######## design 1 ########
==> design_1/congestion.png <==
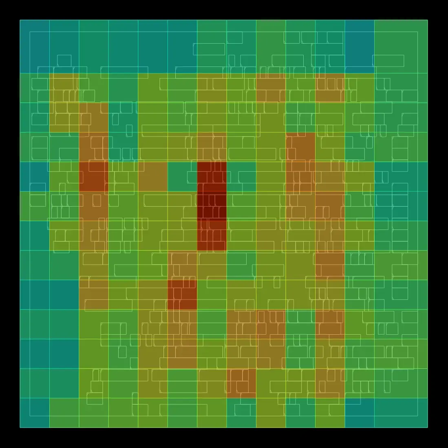

**src/rtl/fft_twiddle_gen.sv**
```systemverilog
// fft_twiddle_gen
//   Twiddle-factor generator for a radix-2 FFT of up to N = 2^LOG2_N points.
//   A single quarter-wave cosine table Q[0..N/4] is built at elaboration and
//   both parts of W = cos(2*pi*k/N) -/+ j*sin(2*pi*k/N) are derived by symmetry.
//   Three-stage pipeline (address / ROM read / sign apply) with a valid/ready
//   handshake on both sides; the whole pipe freezes while the output is stalled.
//
// Ports
//   clk, rst               rising-edge clock, synchronous active-high reset
//   req_valid/req_ready    request handshake (req_ready = !tw_valid | tw_ready)
//   req_stage              FFT stage s, legal 1..LOG2_N
//   req_idx                butterfly index j, legal 0..2^(s-1)-1
//   req_inv                0 = forward (im = -sin), 1 = inverse (im = +sin)
//   tw_valid/tw_ready      output handshake
//   tw_re, tw_im           twiddle, two's complement with FRAC_W fraction bits
//   tw_err                 request was illegal; tw_re/tw_im are 0
module fft_twiddle_gen #(
  parameter int DATA_W = 16,
  parameter int FRAC_W = 8,
  parameter int LOG2_N = 5
) (
  input  logic              clk,
  input  logic              rst,
  input  logic              req_valid,
  output logic              req_ready,
  input  logic [LOG2_N-1:0] req_stage,
  input  logic [LOG2_N-2:0] req_idx,
  input  logic              req_inv,
  output logic              tw_valid,
  input  logic              tw_ready,
  output logic [DATA_W-1:0] tw_re,
  output logic [DATA_W-1:0] tw_im,
  output logic              tw_err
);

  localparam int N   = 1 << LOG2_N;
  localparam int A_W = LOG2_N - 1;   // addresses 0..N/4, and k in 0..N/2-1

  localparam logic [A_W-1:0]    QTR   = A_W'(N / 4);
  localparam logic [LOG2_N-1:0] S_MAX = LOG2_N'(LOG2_N);
  localparam logic [LOG2_N-1:0] S_ONE = LOG2_N'(1);

  typedef logic [N/4:0][DATA_W-1:0] tab_t;

  // Quarter-wave cosine table, Q[m] = round(cos(2*pi*m/N) * 2^FRAC_W).
  // Evaluated with an integer Taylor series in Q28 so that elaboration needs
  // no real-valued math support from the tools.
  function automatic tab_t build_table();
    tab_t   t;
    longint pi_f;
    longint x;
    longint x2;
    longint term;
    longint sum;
    pi_f = 64'sd843314857;  // round(pi * 2^28)
    t    = '0;
    for (int unsigned m = 0; m <= N / 4; m++) begin
      x    = (64'sd2 * pi_f * longint'(m)) >>> LOG2_N;
      x2   = (x * x) >>> 28;
      term = 64'sd1 <<< 28;
      sum  = term;
      for (int unsigned i = 1; i <= 10; i++) begin
        term = -((term * x2) >>> 28) / longint'((2 * i - 1) * (2 * i));
        sum  = sum + term;
      end
      t[m] = DATA_W'(((sum <<< FRAC_W) + (64'sd1 <<< 27)) >>> 28);
    end
    return t;
  endfunction

  localparam tab_t QTAB = build_table();

  logic en;
  assign en        = !tw_valid || tw_ready;
  assign req_ready = en;

  // ---------------------------------------------------------------- request decode
  logic [LOG2_N-1:0] shl;
  logic [LOG2_N-1:0] shr;
  logic              s_ok;
  logic              j_ok;
  logic              req_err;
  logic [A_W-1:0]    k;
  logic [A_W-1:0]    cos_addr_d;
  logic [A_W-1:0]    sin_addr_d;

  always_comb begin
    shl     = S_MAX - req_stage;
    shr     = req_stage - S_ONE;
    s_ok    = (req_stage != '0) && (req_stage <= S_MAX);
    j_ok    = (req_idx >> shr) == '0;
    req_err = !(s_ok && j_ok);
    k       = req_idx << shl;
    // N/4 is a power of two, so the top bit of k is exactly k >= N/4.
    // For that half, N/2 - k wraps to -k in A_W bits.
    if (k[A_W-1]) begin
      cos_addr_d = -k;
      sin_addr_d = k - QTR;
    end else begin
      cos_addr_d = k;
      sin_addr_d = QTR - k;
    end
  end

  // ---------------------------------------------------------------- pipeline
  logic              v1;
  logic              v2;
  logic [A_W-1:0]    p1_cos_addr;
  logic [A_W-1:0]    p1_sin_addr;
  logic              p1_cos_neg;
  logic              p1_im_neg;
  logic              p1_err;
  logic [DATA_W-1:0] p2_cos;
  logic [DATA_W-1:0] p2_sin;
  logic              p2_cos_neg;
  logic              p2_im_neg;
  logic              p2_err;

  logic [DATA_W-1:0] re_d;
  logic [DATA_W-1:0] im_d;

  always_comb begin
    re_d = p2_cos_neg ? -p2_cos : p2_cos;
    im_d = p2_im_neg  ? -p2_sin : p2_sin;
  end

  // Data path registers: no reset, only the valid bits qualify them.
  always_ff @(posedge clk) begin
    if (en) begin
      p1_cos_addr <= cos_addr_d;
      p1_sin_addr <= sin_addr_d;
      p1_cos_neg  <= k[A_W-1];
      p1_im_neg   <= !req_inv;
      p1_err      <= req_err;
      p2_cos      <= QTAB[p1_cos_addr];
      p2_sin      <= QTAB[p1_sin_addr];
      p2_cos_neg  <= p1_cos_neg;
      p2_im_neg   <= p1_im_neg;
      p2_err      <= p1_err;
    end
  end

  always_ff @(posedge clk) begin
    if (rst) begin
      v1       <= 1'b0;
      v2       <= 1'b0;
      tw_valid <= 1'b0;
      tw_err   <= 1'b0;
      tw_re    <= '0;
      tw_im    <= '0;
    end else if (en) begin
      v1       <= req_valid;
      v2       <= v1;
      tw_valid <= v2;
      tw_err   <= v2 && p2_err;
      tw_re    <= (v2 && !p2_err) ? re_d : '0;
      tw_im    <= (v2 && !p2_err) ? im_d : '0;
    end
  end

endmodule

```
**config.mk**
```make
export PLATFORM = sky130hd
export DESIGN_NAME = fft_twiddle_gen
export DESIGN_NICKNAME = d
export VERILOG_FILES = /design/src/rtl/fft_twiddle_gen.sv
export SDC_FILE = /design/constraint.sdc
export NUM_CORES = 1
export LEC_CHECK = 0
export CAP_MARGIN = 10
export CORE_MARGIN = 2
export CORE_UTILIZATION = 40
export CTS_CLUSTER_DIAMETER = 40
export DETAILED_ROUTE_END_ITERATION = 8
export PLACE_DENSITY_LB_ADDON = 0.15
export SYNTH_ARGS = -nofsm -noshare
export SYNTH_HDL_FRONTEND = slang
export SYNTH_SLANG_ARGS = --single-unit
export TNS_END_PERCENT = 1
```
**constraint.sdc**
```tcl
create_clock -name clk -period 4.1 [get_ports clk]
set_input_delay 1.025 -clock clk [delete_from_list [all_inputs] [get_ports clk]]
set_output_delay 1.025 -clock clk [all_outputs]
set_load 0.01 [all_outputs]
```
######## design 2 ########
## src/rtl/codec_cfg_pkg.sv

```systemverilog
// Shared definitions for the codec configuration sequencer: I2C byte-engine
// encodings, FSM state codes and the layout of a 16-bit codec register word.
package codec_cfg_pkg;

    // Byte-engine operation (READ exists on the engine but is never issued here)
    typedef enum logic [1:0] {
        ENG_OP_IDLE  = 2'd0,
        ENG_OP_WRITE = 2'd1,
        ENG_OP_READ  = 2'd2
    } eng_op_e;

    // Bus condition requested from the byte engine
    typedef enum logic [1:0] {
        ENG_COND_NONE  = 2'd0,
        ENG_COND_START = 2'd1,
        ENG_COND_STOP  = 2'd2
    } eng_cond_e;

    // Sequencer FSM state codes
    typedef logic [3:0] state_t;
    localparam state_t ST_IDLE  = 4'd0;
    localparam state_t ST_LOAD  = 4'd1;
    localparam state_t ST_START = 4'd2;
    localparam state_t ST_DEV   = 4'd3;
    localparam state_t ST_HI    = 4'd4;
    localparam state_t ST_LO    = 4'd5;
    localparam state_t ST_STOP  = 4'd6;
    localparam state_t ST_GAP   = 4'd7;
    localparam state_t ST_ERROR = 4'd8;

    // Codec register word: 7-bit register address followed by 9-bit data
    typedef struct packed {
        logic [6:0] reg_addr;  // bits [15:9]
        logic [8:0] data;      // bits [8:0]
    } txn_t;

    // err_idx value reported when a runtime write (not an init entry) fails
    localparam logic [5:0] RUNTIME_ERR_IDX = 6'h3F;

    function automatic txn_t make_txn(input logic [6:0] reg_addr, input logic [8:0] data);
        txn_t t;
        t.reg_addr = reg_addr;
        t.data     = data;
        return t;
    endfunction

endpackage

```

## src/rtl/codec_cfg_sequencer.sv

```systemverilog
// Sequences the I2C byte engine to write the codec init table after reset or
// init_start, then serves runtime register writes. Each word goes out as
// START, device address, high byte, low byte, STOP, followed by a bus gap.
module codec_cfg_sequencer
    import codec_cfg_pkg::*;
#(
    parameter logic [6:0]  DEV_ADDR       = 7'h1A,
    parameter int          INIT_LEN       = 10,
    parameter int          MAX_RETRIES    = 3,
    parameter logic [19:0] TIMEOUT_CYCLES = 20'd100000,
    parameter logic [15:0] GAP_CYCLES     = 16'd64
) (
    input  logic        clk,
    input  logic        rst,
    input  logic        init_start,
    input  logic        wr_valid,
    input  logic [15:0] wr_word,
    output logic        wr_ready,
    output logic [1:0]  eng_op,
    output logic [1:0]  eng_cond,
    output logic [7:0]  eng_wdata,
    input  logic        eng_done,
    input  logic        eng_ack,
    output logic [5:0]  rom_idx,
    input  logic [15:0] rom_word,
    output logic        busy,
    output logic        init_done,
    output logic        error,
    output logic [5:0]  err_idx
);

    localparam logic [19:0] TIMEOUT_LAST = TIMEOUT_CYCLES - 20'd1;
    localparam logic [19:0] GAP_LAST     = {4'd0, GAP_CYCLES} - 20'd1;
    localparam logic [5:0]  LAST_IDX     = 6'(INIT_LEN - 1);
    localparam logic [3:0]  RETRY_MAX    = 4'(MAX_RETRIES);

    state_t      state, state_nx;
    logic [5:0]  idx;
    txn_t        txn;
    logic        rt_mode;        // current transaction is a runtime write
    logic [3:0]  retry_cnt;
    logic        retry_pending;  // GAP must restart the same word from START
    logic        fail_pending;   // STOP must park in ERROR
    logic [19:0] cnt;            // watchdog in step states, gap length in GAP
    logic        step_st;
    logic        timeout;
    logic [5:0]  cur_idx;

    assign step_st  = (state == ST_START) || (state == ST_DEV) || (state == ST_HI) ||
                      (state == ST_LO)    || (state == ST_STOP);
    // A completion in the same cycle wins over the watchdog
    assign timeout  = step_st && !eng_done && (cnt == TIMEOUT_LAST);
    assign cur_idx  = rt_mode ? RUNTIME_ERR_IDX : idx;
    assign wr_ready = (state == ST_IDLE) && init_done && !init_start;
    assign busy     = (state != ST_IDLE) && (state != ST_ERROR);
    assign rom_idx  = idx;

    // Next-state selection
    always_comb begin
        state_nx = state;
        case (state)
            ST_IDLE:  if (init_start || !init_done || (wr_valid && wr_ready)) state_nx = ST_LOAD;
            ST_LOAD:  state_nx = ST_START;
            ST_START: if (eng_done) state_nx = ST_DEV;
                      else if (timeout) state_nx = ST_ERROR;
            ST_DEV:   if (eng_done) state_nx = eng_ack ? ST_STOP : ST_HI;
                      else if (timeout) state_nx = ST_ERROR;
            ST_HI:    if (eng_done) state_nx = eng_ack ? ST_STOP : ST_LO;
                      else if (timeout) state_nx = ST_ERROR;
            ST_LO:    if (eng_done) state_nx = ST_STOP;
                      else if (timeout) state_nx = ST_ERROR;
            ST_STOP:  if (eng_done) state_nx = fail_pending ? ST_ERROR : ST_GAP;
                      else if (timeout) state_nx = ST_ERROR;
            ST_GAP:   if (cnt == GAP_LAST) begin
                          if (retry_pending)                     state_nx = ST_START;
                          else if (rt_mode || idx == LAST_IDX)   state_nx = ST_IDLE;
                          else                                   state_nx = ST_LOAD;
                      end
            ST_ERROR: if (init_start) state_nx = ST_LOAD;
            default:  state_nx = ST_IDLE;
        endcase
    end

    // State, counters, transaction word and sticky status
    always_ff @(posedge clk) begin
        if (rst) begin
            state         <= ST_IDLE;
            idx           <= '0;
            txn           <= '0;
            rt_mode       <= 1'b0;
            retry_cnt     <= '0;
            retry_pending <= 1'b0;
            fail_pending  <= 1'b0;
            cnt           <= '0;
            init_done     <= 1'b0;
            error         <= 1'b0;
            err_idx       <= '0;
        end else begin
            // NOTE: non-blocking assignments so every register here sees pre-edge values
            state <= state_nx;
            if (state_nx != state)              cnt <= '0;
            else if (step_st || state == ST_GAP) cnt <= cnt + 20'd1;

            if (timeout) begin
                error   <= 1'b1;
                err_idx <= cur_idx;
            end

            case (state)
                ST_IDLE: begin
                    if (init_start || !init_done) begin
                        idx       <= '0;
                        rt_mode   <= 1'b0;
                        init_done <= 1'b0;
                    end else if (wr_valid && wr_ready) begin
                        txn     <= wr_word;
                        rt_mode <= 1'b1;
                    end
                end
                ST_LOAD: begin
                    if (!rt_mode) txn <= rom_word;
                    retry_cnt     <= '0;
                    retry_pending <= 1'b0;
                    fail_pending  <= 1'b0;
                end
                ST_DEV, ST_HI, ST_LO: begin
                    if (eng_done && eng_ack) begin
                        if (retry_cnt < RETRY_MAX) begin
                            retry_cnt     <= retry_cnt + 4'd1;
                            retry_pending <= 1'b1;
                        end else begin
                            error        <= 1'b1;
                            err_idx      <= cur_idx;
                            fail_pending <= 1'b1;
                        end
                    end
                end
                ST_GAP: begin
                    if (cnt == GAP_LAST) begin
                        if (retry_pending) begin
                            retry_pending <= 1'b0;
                        end else if (!rt_mode) begin
                            if (idx == LAST_IDX) init_done <= 1'b1;
                            else                 idx       <= idx + 6'd1;
                        end
                    end
                end
                ST_ERROR: begin
                    if (init_start) begin
                        error     <= 1'b0;
                        init_done <= 1'b0;
                        idx       <= '0;
                        rt_mode   <= 1'b0;
                    end
                end
                default: ;
            endcase
        end
    end

    // Engine command for the current step, held until eng_done moves the FSM on
    always_comb begin
        eng_op    = ENG_OP_IDLE;
        eng_cond  = ENG_COND_NONE;
        eng_wdata = 8'h00;
        case (state)
            ST_START: eng_cond = ENG_COND_START;
            ST_DEV: begin
                eng_op    = ENG_OP_WRITE;
                eng_wdata = {DEV_ADDR, 1'b0};
            end
            ST_HI: begin
                eng_op    = ENG_OP_WRITE;
                eng_wdata = txn[15:8];
            end
            ST_LO: begin
                eng_op    = ENG_OP_WRITE;
                eng_wdata = txn[7:0];
            end
            ST_STOP: eng_cond = ENG_COND_STOP;
            default: ;
        endcase
    end

endmodule
```

## config.mk

```make
export PLATFORM = sky130hd
export DESIGN_NAME = codec_cfg_sequencer
export DESIGN_NICKNAME = d
export VERILOG_FILES = /design/src/rtl/codec_cfg_pkg.sv /design/src/rtl/codec_cfg_sequencer.sv
export SDC_FILE = /design/constraint.sdc
export NUM_CORES = 1
export LEC_CHECK = 0
export ABC_AREA = 1
export CORE_MARGIN = 2
export CORE_UTILIZATION = 52
export CTS_BUF_LIST = sky130_fd_sc_hd__clkbuf_16
export CTS_CLUSTER_DIAMETER = 80
export CTS_CLUSTER_SIZE = 8
export DETAILED_ROUTE_END_ITERATION = 6
export PLACE_DENSITY = 0.8
export SLEW_MARGIN = 15
export SYNTH_ARGS = -nofsm -noshare
export SYNTH_HDL_FRONTEND = slang
export SYNTH_SLANG_ARGS = --single-unit
```

## constraint.sdc

```tcl
create_clock -name clk -period 2.4 [get_ports clk]
set_input_delay 0.36 -clock clk [delete_from_list [all_inputs] [get_ports clk]]
set_output_delay 0.36 -clock clk [all_outputs]
set_load 0.005 [all_outputs]
```

######## design 3 ########
## src/rtl/tx3_round_sequencer.sv

```systemverilog
// Iterative tx3 round controller: reuses one external combinational round stage for every round of a block.
// Latency: out_valid_o rises ROUND_COUNT clocks after the accept edge; one block per ROUND_COUNT+2 clocks.
// Backpressure: the result is held in DONE until out_ready_i; no new block is accepted until the result is consumed.
module tx3_round_sequencer #(
   parameter int DATA_WIDTH  = 64,
   parameter int ROUND_COUNT = 16,
   parameter int CNT_WIDTH   = 16,
   localparam int IDX_WIDTH  = $clog2(ROUND_COUNT)
) (
   input  logic                  clk_i,
   input  logic                  rst_i,
   input  logic                  in_valid_i,
   output logic                  in_ready_o,
   input  logic [DATA_WIDTH-1:0] in_data_i,
   output logic [DATA_WIDTH-1:0] round_data_o,
   output logic [1:0]            round_sel_o,
   output logic [IDX_WIDTH-1:0]  round_idx_o,
   input  logic [DATA_WIDTH-1:0] round_data_i,
   output logic                  out_valid_o,
   input  logic                  out_ready_i,
   output logic [DATA_WIDTH-1:0] out_data_o,
   input  logic                  flush_i,
   output logic                  busy_o,
   output logic [CNT_WIDTH-1:0]  done_count_o
);

   typedef enum logic [1:0] {
      ST_IDLE = 2'd0,
      ST_RUN  = 2'd1,
      ST_DONE = 2'd2
   } state_t;

   localparam logic [1:0] SEL_SBOX = 2'd0;
   localparam logic [1:0] SEL_XOR  = 2'd1;
   localparam logic [1:0] SEL_PBOX = 2'd2;

   // Last round index and first round of the trailing PBOX run.
   localparam logic [IDX_WIDTH-1:0] LAST_ROUND  = IDX_WIDTH'(ROUND_COUNT - 1);
   localparam logic [IDX_WIDTH-1:0] PBOX_START  = IDX_WIDTH'(ROUND_COUNT - 3);

   state_t                r_state;
   state_t                w_state_nxt;
   logic [DATA_WIDTH-1:0] r_data;
   logic [IDX_WIDTH-1:0]  r_round;
   logic [CNT_WIDTH-1:0]  r_done_count;
   logic                  w_accept;
   logic                  w_deliver;
   logic                  w_last_round;
   logic [1:0]            w_round_sel;

   assign w_last_round = (r_round == LAST_ROUND);

   // State register; reset dominates everything else.
   always_ff @(posedge clk_i) begin
      if (rst_i) begin
         r_state <= ST_IDLE;
      end else begin
         r_state <= w_state_nxt;
      end
   end

   // Next-state decode plus accept/deliver strobes; flush overrides every other transition.
   always_comb begin
      w_state_nxt = r_state;
      w_accept    = 1'b0;
      w_deliver   = 1'b0;
      case (r_state)
         ST_IDLE: begin
            if (in_valid_i) begin
               w_state_nxt = ST_RUN;
               w_accept    = 1'b1;
            end
         end
         ST_RUN: begin
            if (w_last_round) begin
               w_state_nxt = ST_DONE;
            end
         end
         ST_DONE: begin
            if (out_ready_i) begin
               w_state_nxt = ST_IDLE;
               w_deliver   = 1'b1;
            end
         end
         default: begin
            w_state_nxt = ST_IDLE;
         end
      endcase
      if (flush_i) begin
         w_state_nxt = ST_IDLE;
         w_accept    = 1'b0;
         w_deliver   = 1'b0;
      end
   end

   // Block state and round counter: load on accept, take the round stage result each RUN cycle.
   // A flush only rewinds the round counter; the partially processed data is left in place.
   always_ff @(posedge clk_i) begin
      if (rst_i) begin
         r_data  <= '0;
         r_round <= '0;
      end else if (flush_i) begin
         r_round <= '0;
      end else if (w_accept) begin
         r_data  <= in_data_i;
         r_round <= '0;
      end else if (r_state == ST_RUN) begin
         r_data  <= round_data_i;
         r_round <= w_last_round ? '0 : r_round + 1'b1;
      end
   end

   // Delivered-block counter, wraps naturally at its width.
   always_ff @(posedge clk_i) begin
      if (rst_i) begin
         r_done_count <= '0;
      end else if (w_deliver) begin
         r_done_count <= r_done_count + 1'b1;
      end
   end

   // Round schedule: trailing three rounds are PBOX, otherwise SBOX every fourth round, XOR between.
   always_comb begin
      w_round_sel = SEL_XOR;
      if (r_round >= PBOX_START) begin
         w_round_sel = SEL_PBOX;
      end else if (r_round[1:0] == 2'b00) begin
         w_round_sel = SEL_SBOX;
      end
   end

   assign in_ready_o   = (r_state == ST_IDLE);
   assign out_valid_o  = (r_state == ST_DONE);
   assign busy_o       = (r_state != ST_IDLE);
   assign round_data_o = r_data;
   assign out_data_o   = r_data;
   assign round_sel_o  = w_round_sel;
   assign round_idx_o  = r_round;
   assign done_count_o = r_done_count;

endmodule
```

## config.mk

```make
export PLATFORM = sky130hd
export DESIGN_NAME = tx3_round_sequencer
export DESIGN_NICKNAME = d
export VERILOG_FILES = /design/src/rtl/tx3_round_sequencer.sv
export SDC_FILE = /design/constraint.sdc
export NUM_CORES = 1
export LEC_CHECK = 0
export CORE_MARGIN = 3
export CORE_UTILIZATION = 40
export DETAILED_ROUTE_END_ITERATION = 16
export GPL_TIMING_DRIVEN = 0
export PLACE_DENSITY = 0.88
export SYNTH_ARGS = -nofsm -noshare
export SYNTH_HDL_FRONTEND = slang
export SYNTH_SLANG_ARGS = --single-unit
```

## constraint.sdc

```tcl
create_clock -name clk_i -period 4.35 [get_ports clk_i]
set_input_delay 0.435 -clock clk_i [delete_from_list [all_inputs] [get_ports clk_i]]
set_output_delay 0.435 -clock clk_i [all_outputs]
set_load 0.1 [all_outputs]
```

==> design_1/layer_met4.png <==
Cells faint in the background.
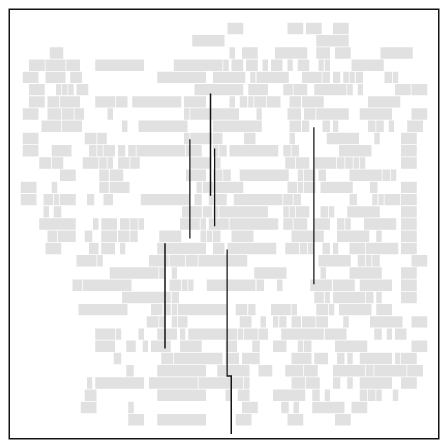
main direction: vertical
nets with wire on the layer: 4
longest straight run: 34.7 um
share of all routed wire: 2.5%

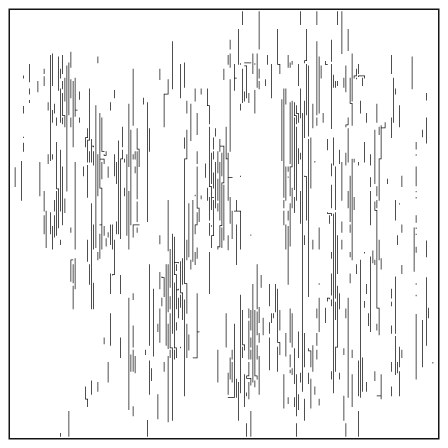
(design_1/layer_met2.png)
share of all routed wire: 48%
nets with wire on the layer: 331
longest straight run: 61.9 um

About design_1/congestion.png:
GR Layer Usage met1: 0.192
GRT Total Usage: 0.156
Most Crowded Layer GR: met2
met3 GRT Util: 0.0300
Core Util, Final: 0.507

==> Slide: Implementation Results, design 1 <==
Implementation Results

Die
  • Die width: 95.2 um
  • Core ar.: 8130 sq um
  • Initial Util: 0.409
  • Cell Rows: 33
  • Die height: 95.2 um

Detailed routing
  • Total vias in the final route: 2545

Outcome
  • Status: complete, no violations

Place
  • Placed Cells: 482
  • Pre-CTS WS: 0.335 ns

Clocking
  • CTS Buf Count: 9

Worst setup path
  • Crit-path max FO: 12
  • Critical Path AT: 3.50 ns
  • Launch point of the worst reg-to-reg path: p2_sin[4]$_SDFFCE_PP0P_

Job
  • Tool Warnings: 36

Synthesis
  • Cells in synth_stat.txt: 336

STA
  • Final hold slack: 0.426 ns

Layout
  • N_diodes: 0
  • Seq. cell area: 1650 sq um
  • P&R area growth vs syn: 23.9%
  • Largest cell class by area: flip-flops and latches
  • Signal buffers: 55

Hold path
  • Hold Path Class: reg -> reg

Pwr
  • Clock-net power: 0.000503 W
  • Seq pwr share: 0.527
  • Pint: 0.00109 W
  • Seq power: 0.000764 W
  • Combinational power: 0.000182 W
  • Switching part of the total: 0.247

Global routing
  • Vias in the first global route: 2346
## design 1: routing by layer
| metal | vias to the layer above | wire [um] | global-route usage |
|---|---|---|---|
| met3 | 14 | 275 | 0.0300 |
| li1 | 1304 | - | - |
| met5 | - | 0 | 0 |
| met4 | 0 | 160 | 0.0809 |
| met2 | 60 | 3110 | 0.261 |
| met1 | 1167 | 2990 | 0.192 |
## design 1: synthesized netlist by cell type, drive strengths merged (6+ instances only)
cell type / number / area (sq um)
o21ai: 16 / 80.1
edfxtp: 31 / 931
xnor2: 9 / 78.8
nor2: 22 / 82.6
a21oi: 31 / 155
a22oi: 9 / 67.6
nand2: 46 / 173
a211oi: 6 / 45.0
dfxtp: 36 / 721
inv: 20 / 75.1
nand2b: 7 / 43.8
ha: 20 / 250
clkbuf: 12 / 45.0
## design 1: state kept, by name, indices dropped and copies added, names as in the netlist, 3 cells and up
signal       cells
p1_cos_addr      4
p1_sin_addr      3
p2_cos           9
p2_sin           9
tw_im           16
tw_re           16
## design 1: worst max-delay path: stages
cell	delay (ns)
clkdlybuf4s50_1	0.50
buf_4	0.18
inv_1	0.07
ha_1	0.40
o21ai_1	0.16
or3_1	0.37
ha_1	0.34
and3_1	0.18
a211o_1	0.27
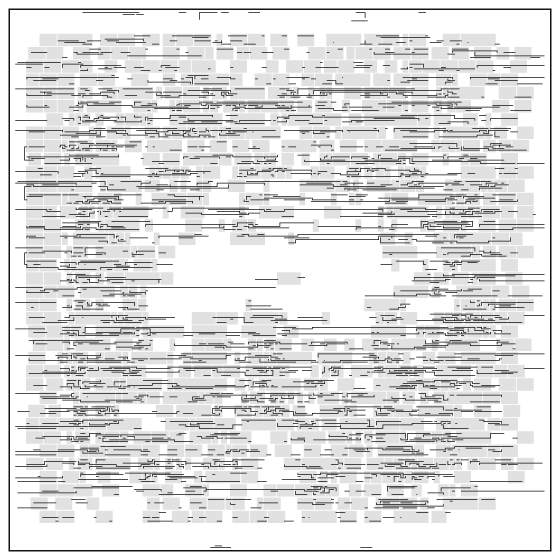
(design_3/layer_met1.png)
Cells faint in the background.
wire length on this layer: 6540 um
nets with wire on the layer: 874
share of all routed wire: 37%
longest straight run: 40.7 um

==> Slide: Implementation Results, design 3 <==
Implementation Results

Layout
  • Core Util, Final: 0.726
  • ClkCell Share: 0.0282
  • P&R area growth vs syn: 73.4%
  • Most used logic cell in the final layout: clkdlybuf4s50_1
  • Signal buffers: 395

Outcome
  • Status: complete, no violations

Job
  • Max-cap violations: 0

Detailed routing
  • Wire length on met2: 9170 um
  • DRC viols: 0
  • DRT met1 WL: 6540 um

Die
  • Die height: 111 um

Global routing
  • Gr ovfl total: 0

Pwr
  • Seq pwr share: 0.326
  • Combinational share of power: 0.438

Worst setup path
  • R2R setup slack: 2.31 ns
  • FF-to-FF path depth: 6
-- design 3: worst max-delay path by stage --
stage	startpoint	endpoint	cells after the start
finish	round_idx_o[0]$_SDFFE_PP0N_	round_sel_o[1]	4
floorplan	round_idx_o[1]$_SDFFE_PP0N_	round_sel_o[0]	5
CTS	round_idx_o[0]$_SDFFE_PP0N_	round_sel_o[1]	4
detailed placement	flush_i	out_data_o[15]$_SDFFE_PP0P_	6
global route	round_idx_o[0]$_SDFFE_PP0N_	round_sel_o[1]	4
global placement	flush_i	out_data_o[17]$_SDFFE_PP0P_	6
-- design 3: cells by family after synthesis --
group           synth area share
mux                      0.00227
xor+xnor                  0.0179
flops                      0.391
fa+ha+maj                 0.0142
compound gates             0.230
buf+inv                    0.161
simple gates               0.183
-- design 3: flip-flops by register name, summed over array words and instances, names as in the netlist --
signal        flops
out_data_o       64
done_count_o     16
round_idx_o       4
r_state           2
-- design 3: worst register-to-register path: stages (launching register included) --
cell and delay, ns:
dfxtp_1 0.32, buf_2 0.17, nor2_1 0.27, nand3b_1 0.27
buf_2 0.28, buf_1 0.26, a311oi_1 0.35
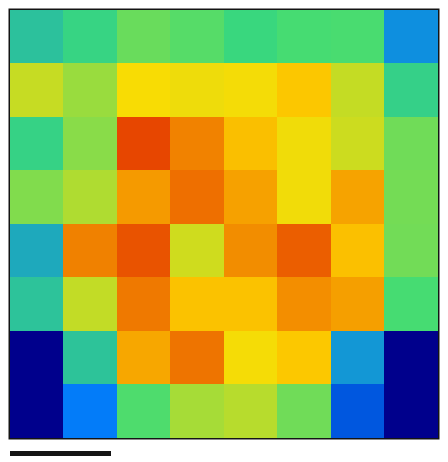
(design_2/cell_density.png)
Bar = 20 um. 8 x 8 tiles, from dark blue (low) to red (high), 0 to 100% covered.
nearly empty tiles: 6.2%
fullest tile: 92%
mean over tiles: 61%
densest ninth of the die: centre

==> Slide: Implementation Results, design 2 <==
Implementation Results

Outcome
  • Status: complete, no violations

Synthesis
  • Post-Syn Area per Cell: 6.85 sq um
  • Post-synth seq share: 0.360
  • Logic family by area: simple AND/OR/NAND/NOR gates
  • Post-Synthesis Cells: 495
  • Syn Nets: 537
  • Area leader, netlist: dfxtp_1
  • Synth Register Bits: 61

Worst setup path
  • Crit path required time: 2.04 ns
  • Setup crit end kind: primary output
  • Critical Path Source: state[3]$_SDFF_PP0_

Clocking
  • Setup Fix Bufs, Post-CTS: 0
  • Longest Clk Path Bufs: 2

Detailed routing
  • DR pass1 iterations: 5

Die
  • Num ports: 66
  • Die area: 7190 sq um
  • Initial Util: 0.537

Pwr
  • Clock power frac: 0.318
  • Pint: 0.00288 W
  • Leakage Power: 1.83 nW

Global routing
  • Wire length of the first global-routing pass: 14500 um
  • Met3 GRT Util: 0.0452
  • Initial antenna violation count: 0

Place
  • Gpl congestion: 0.910

STA
  • Fin crit share: 0.960
  • Final TNS setup: 0 ns
  • Final hold slack: 0.445 ns

Layout
  • Fin nets: 606
  • N_diodes: 0
design 2: cell type report:
type | count | area (sq um)
Fill cell | 514 | 1830
Inverter | 53 | 199
Clock inverter | 7 | 114
Timing Repair Buffer | 75 | 736
Multi-Input combinational cell | 364 | 1890
Sequential cell | 61 | 1220
Tap cell | 77 | 96.3
Clock buffer | 9 | 225
design 2: power groups by stage:
stage	combinational, W	clock (W)	sequential (W)
floorplan	0.00128	0	0.00129
global placement	0.00173	0	0.00133
detailed placement	0.00177	0	0.00133
CTS	0.00179	0.00148	0.00131
global route	0.00199	0.00153	0.00135
finish	0.00181	0.00146	0.00133
design 2: stage by stage:
stage | instance area [sq um] | instances | worst slack (ns)
floorplan | 3390 | 495 | 0.574
global placement | 4140 | 630 | 0.174
detailed placement | 4140 | 630 | 0.0952
CTS | 4480 | 646 | 0.0371
global route | 4490 | 646 | 0.00568
finish | 4490 | 646 | 0.0956
design 2: per-layer routing:
metal / part of all wire / wire (um) / vias to the layer above
li1: - / - / 1756
met1: 0.45 / 3920 / 1604
met2: 0.49 / 4280 / 90
met3: 0.047 / 416 / 11
met4: 0.017 / 146 / 0
met5: 0 / 0 / -

No activity file was given, so power comes from the tool's default toggle rates.
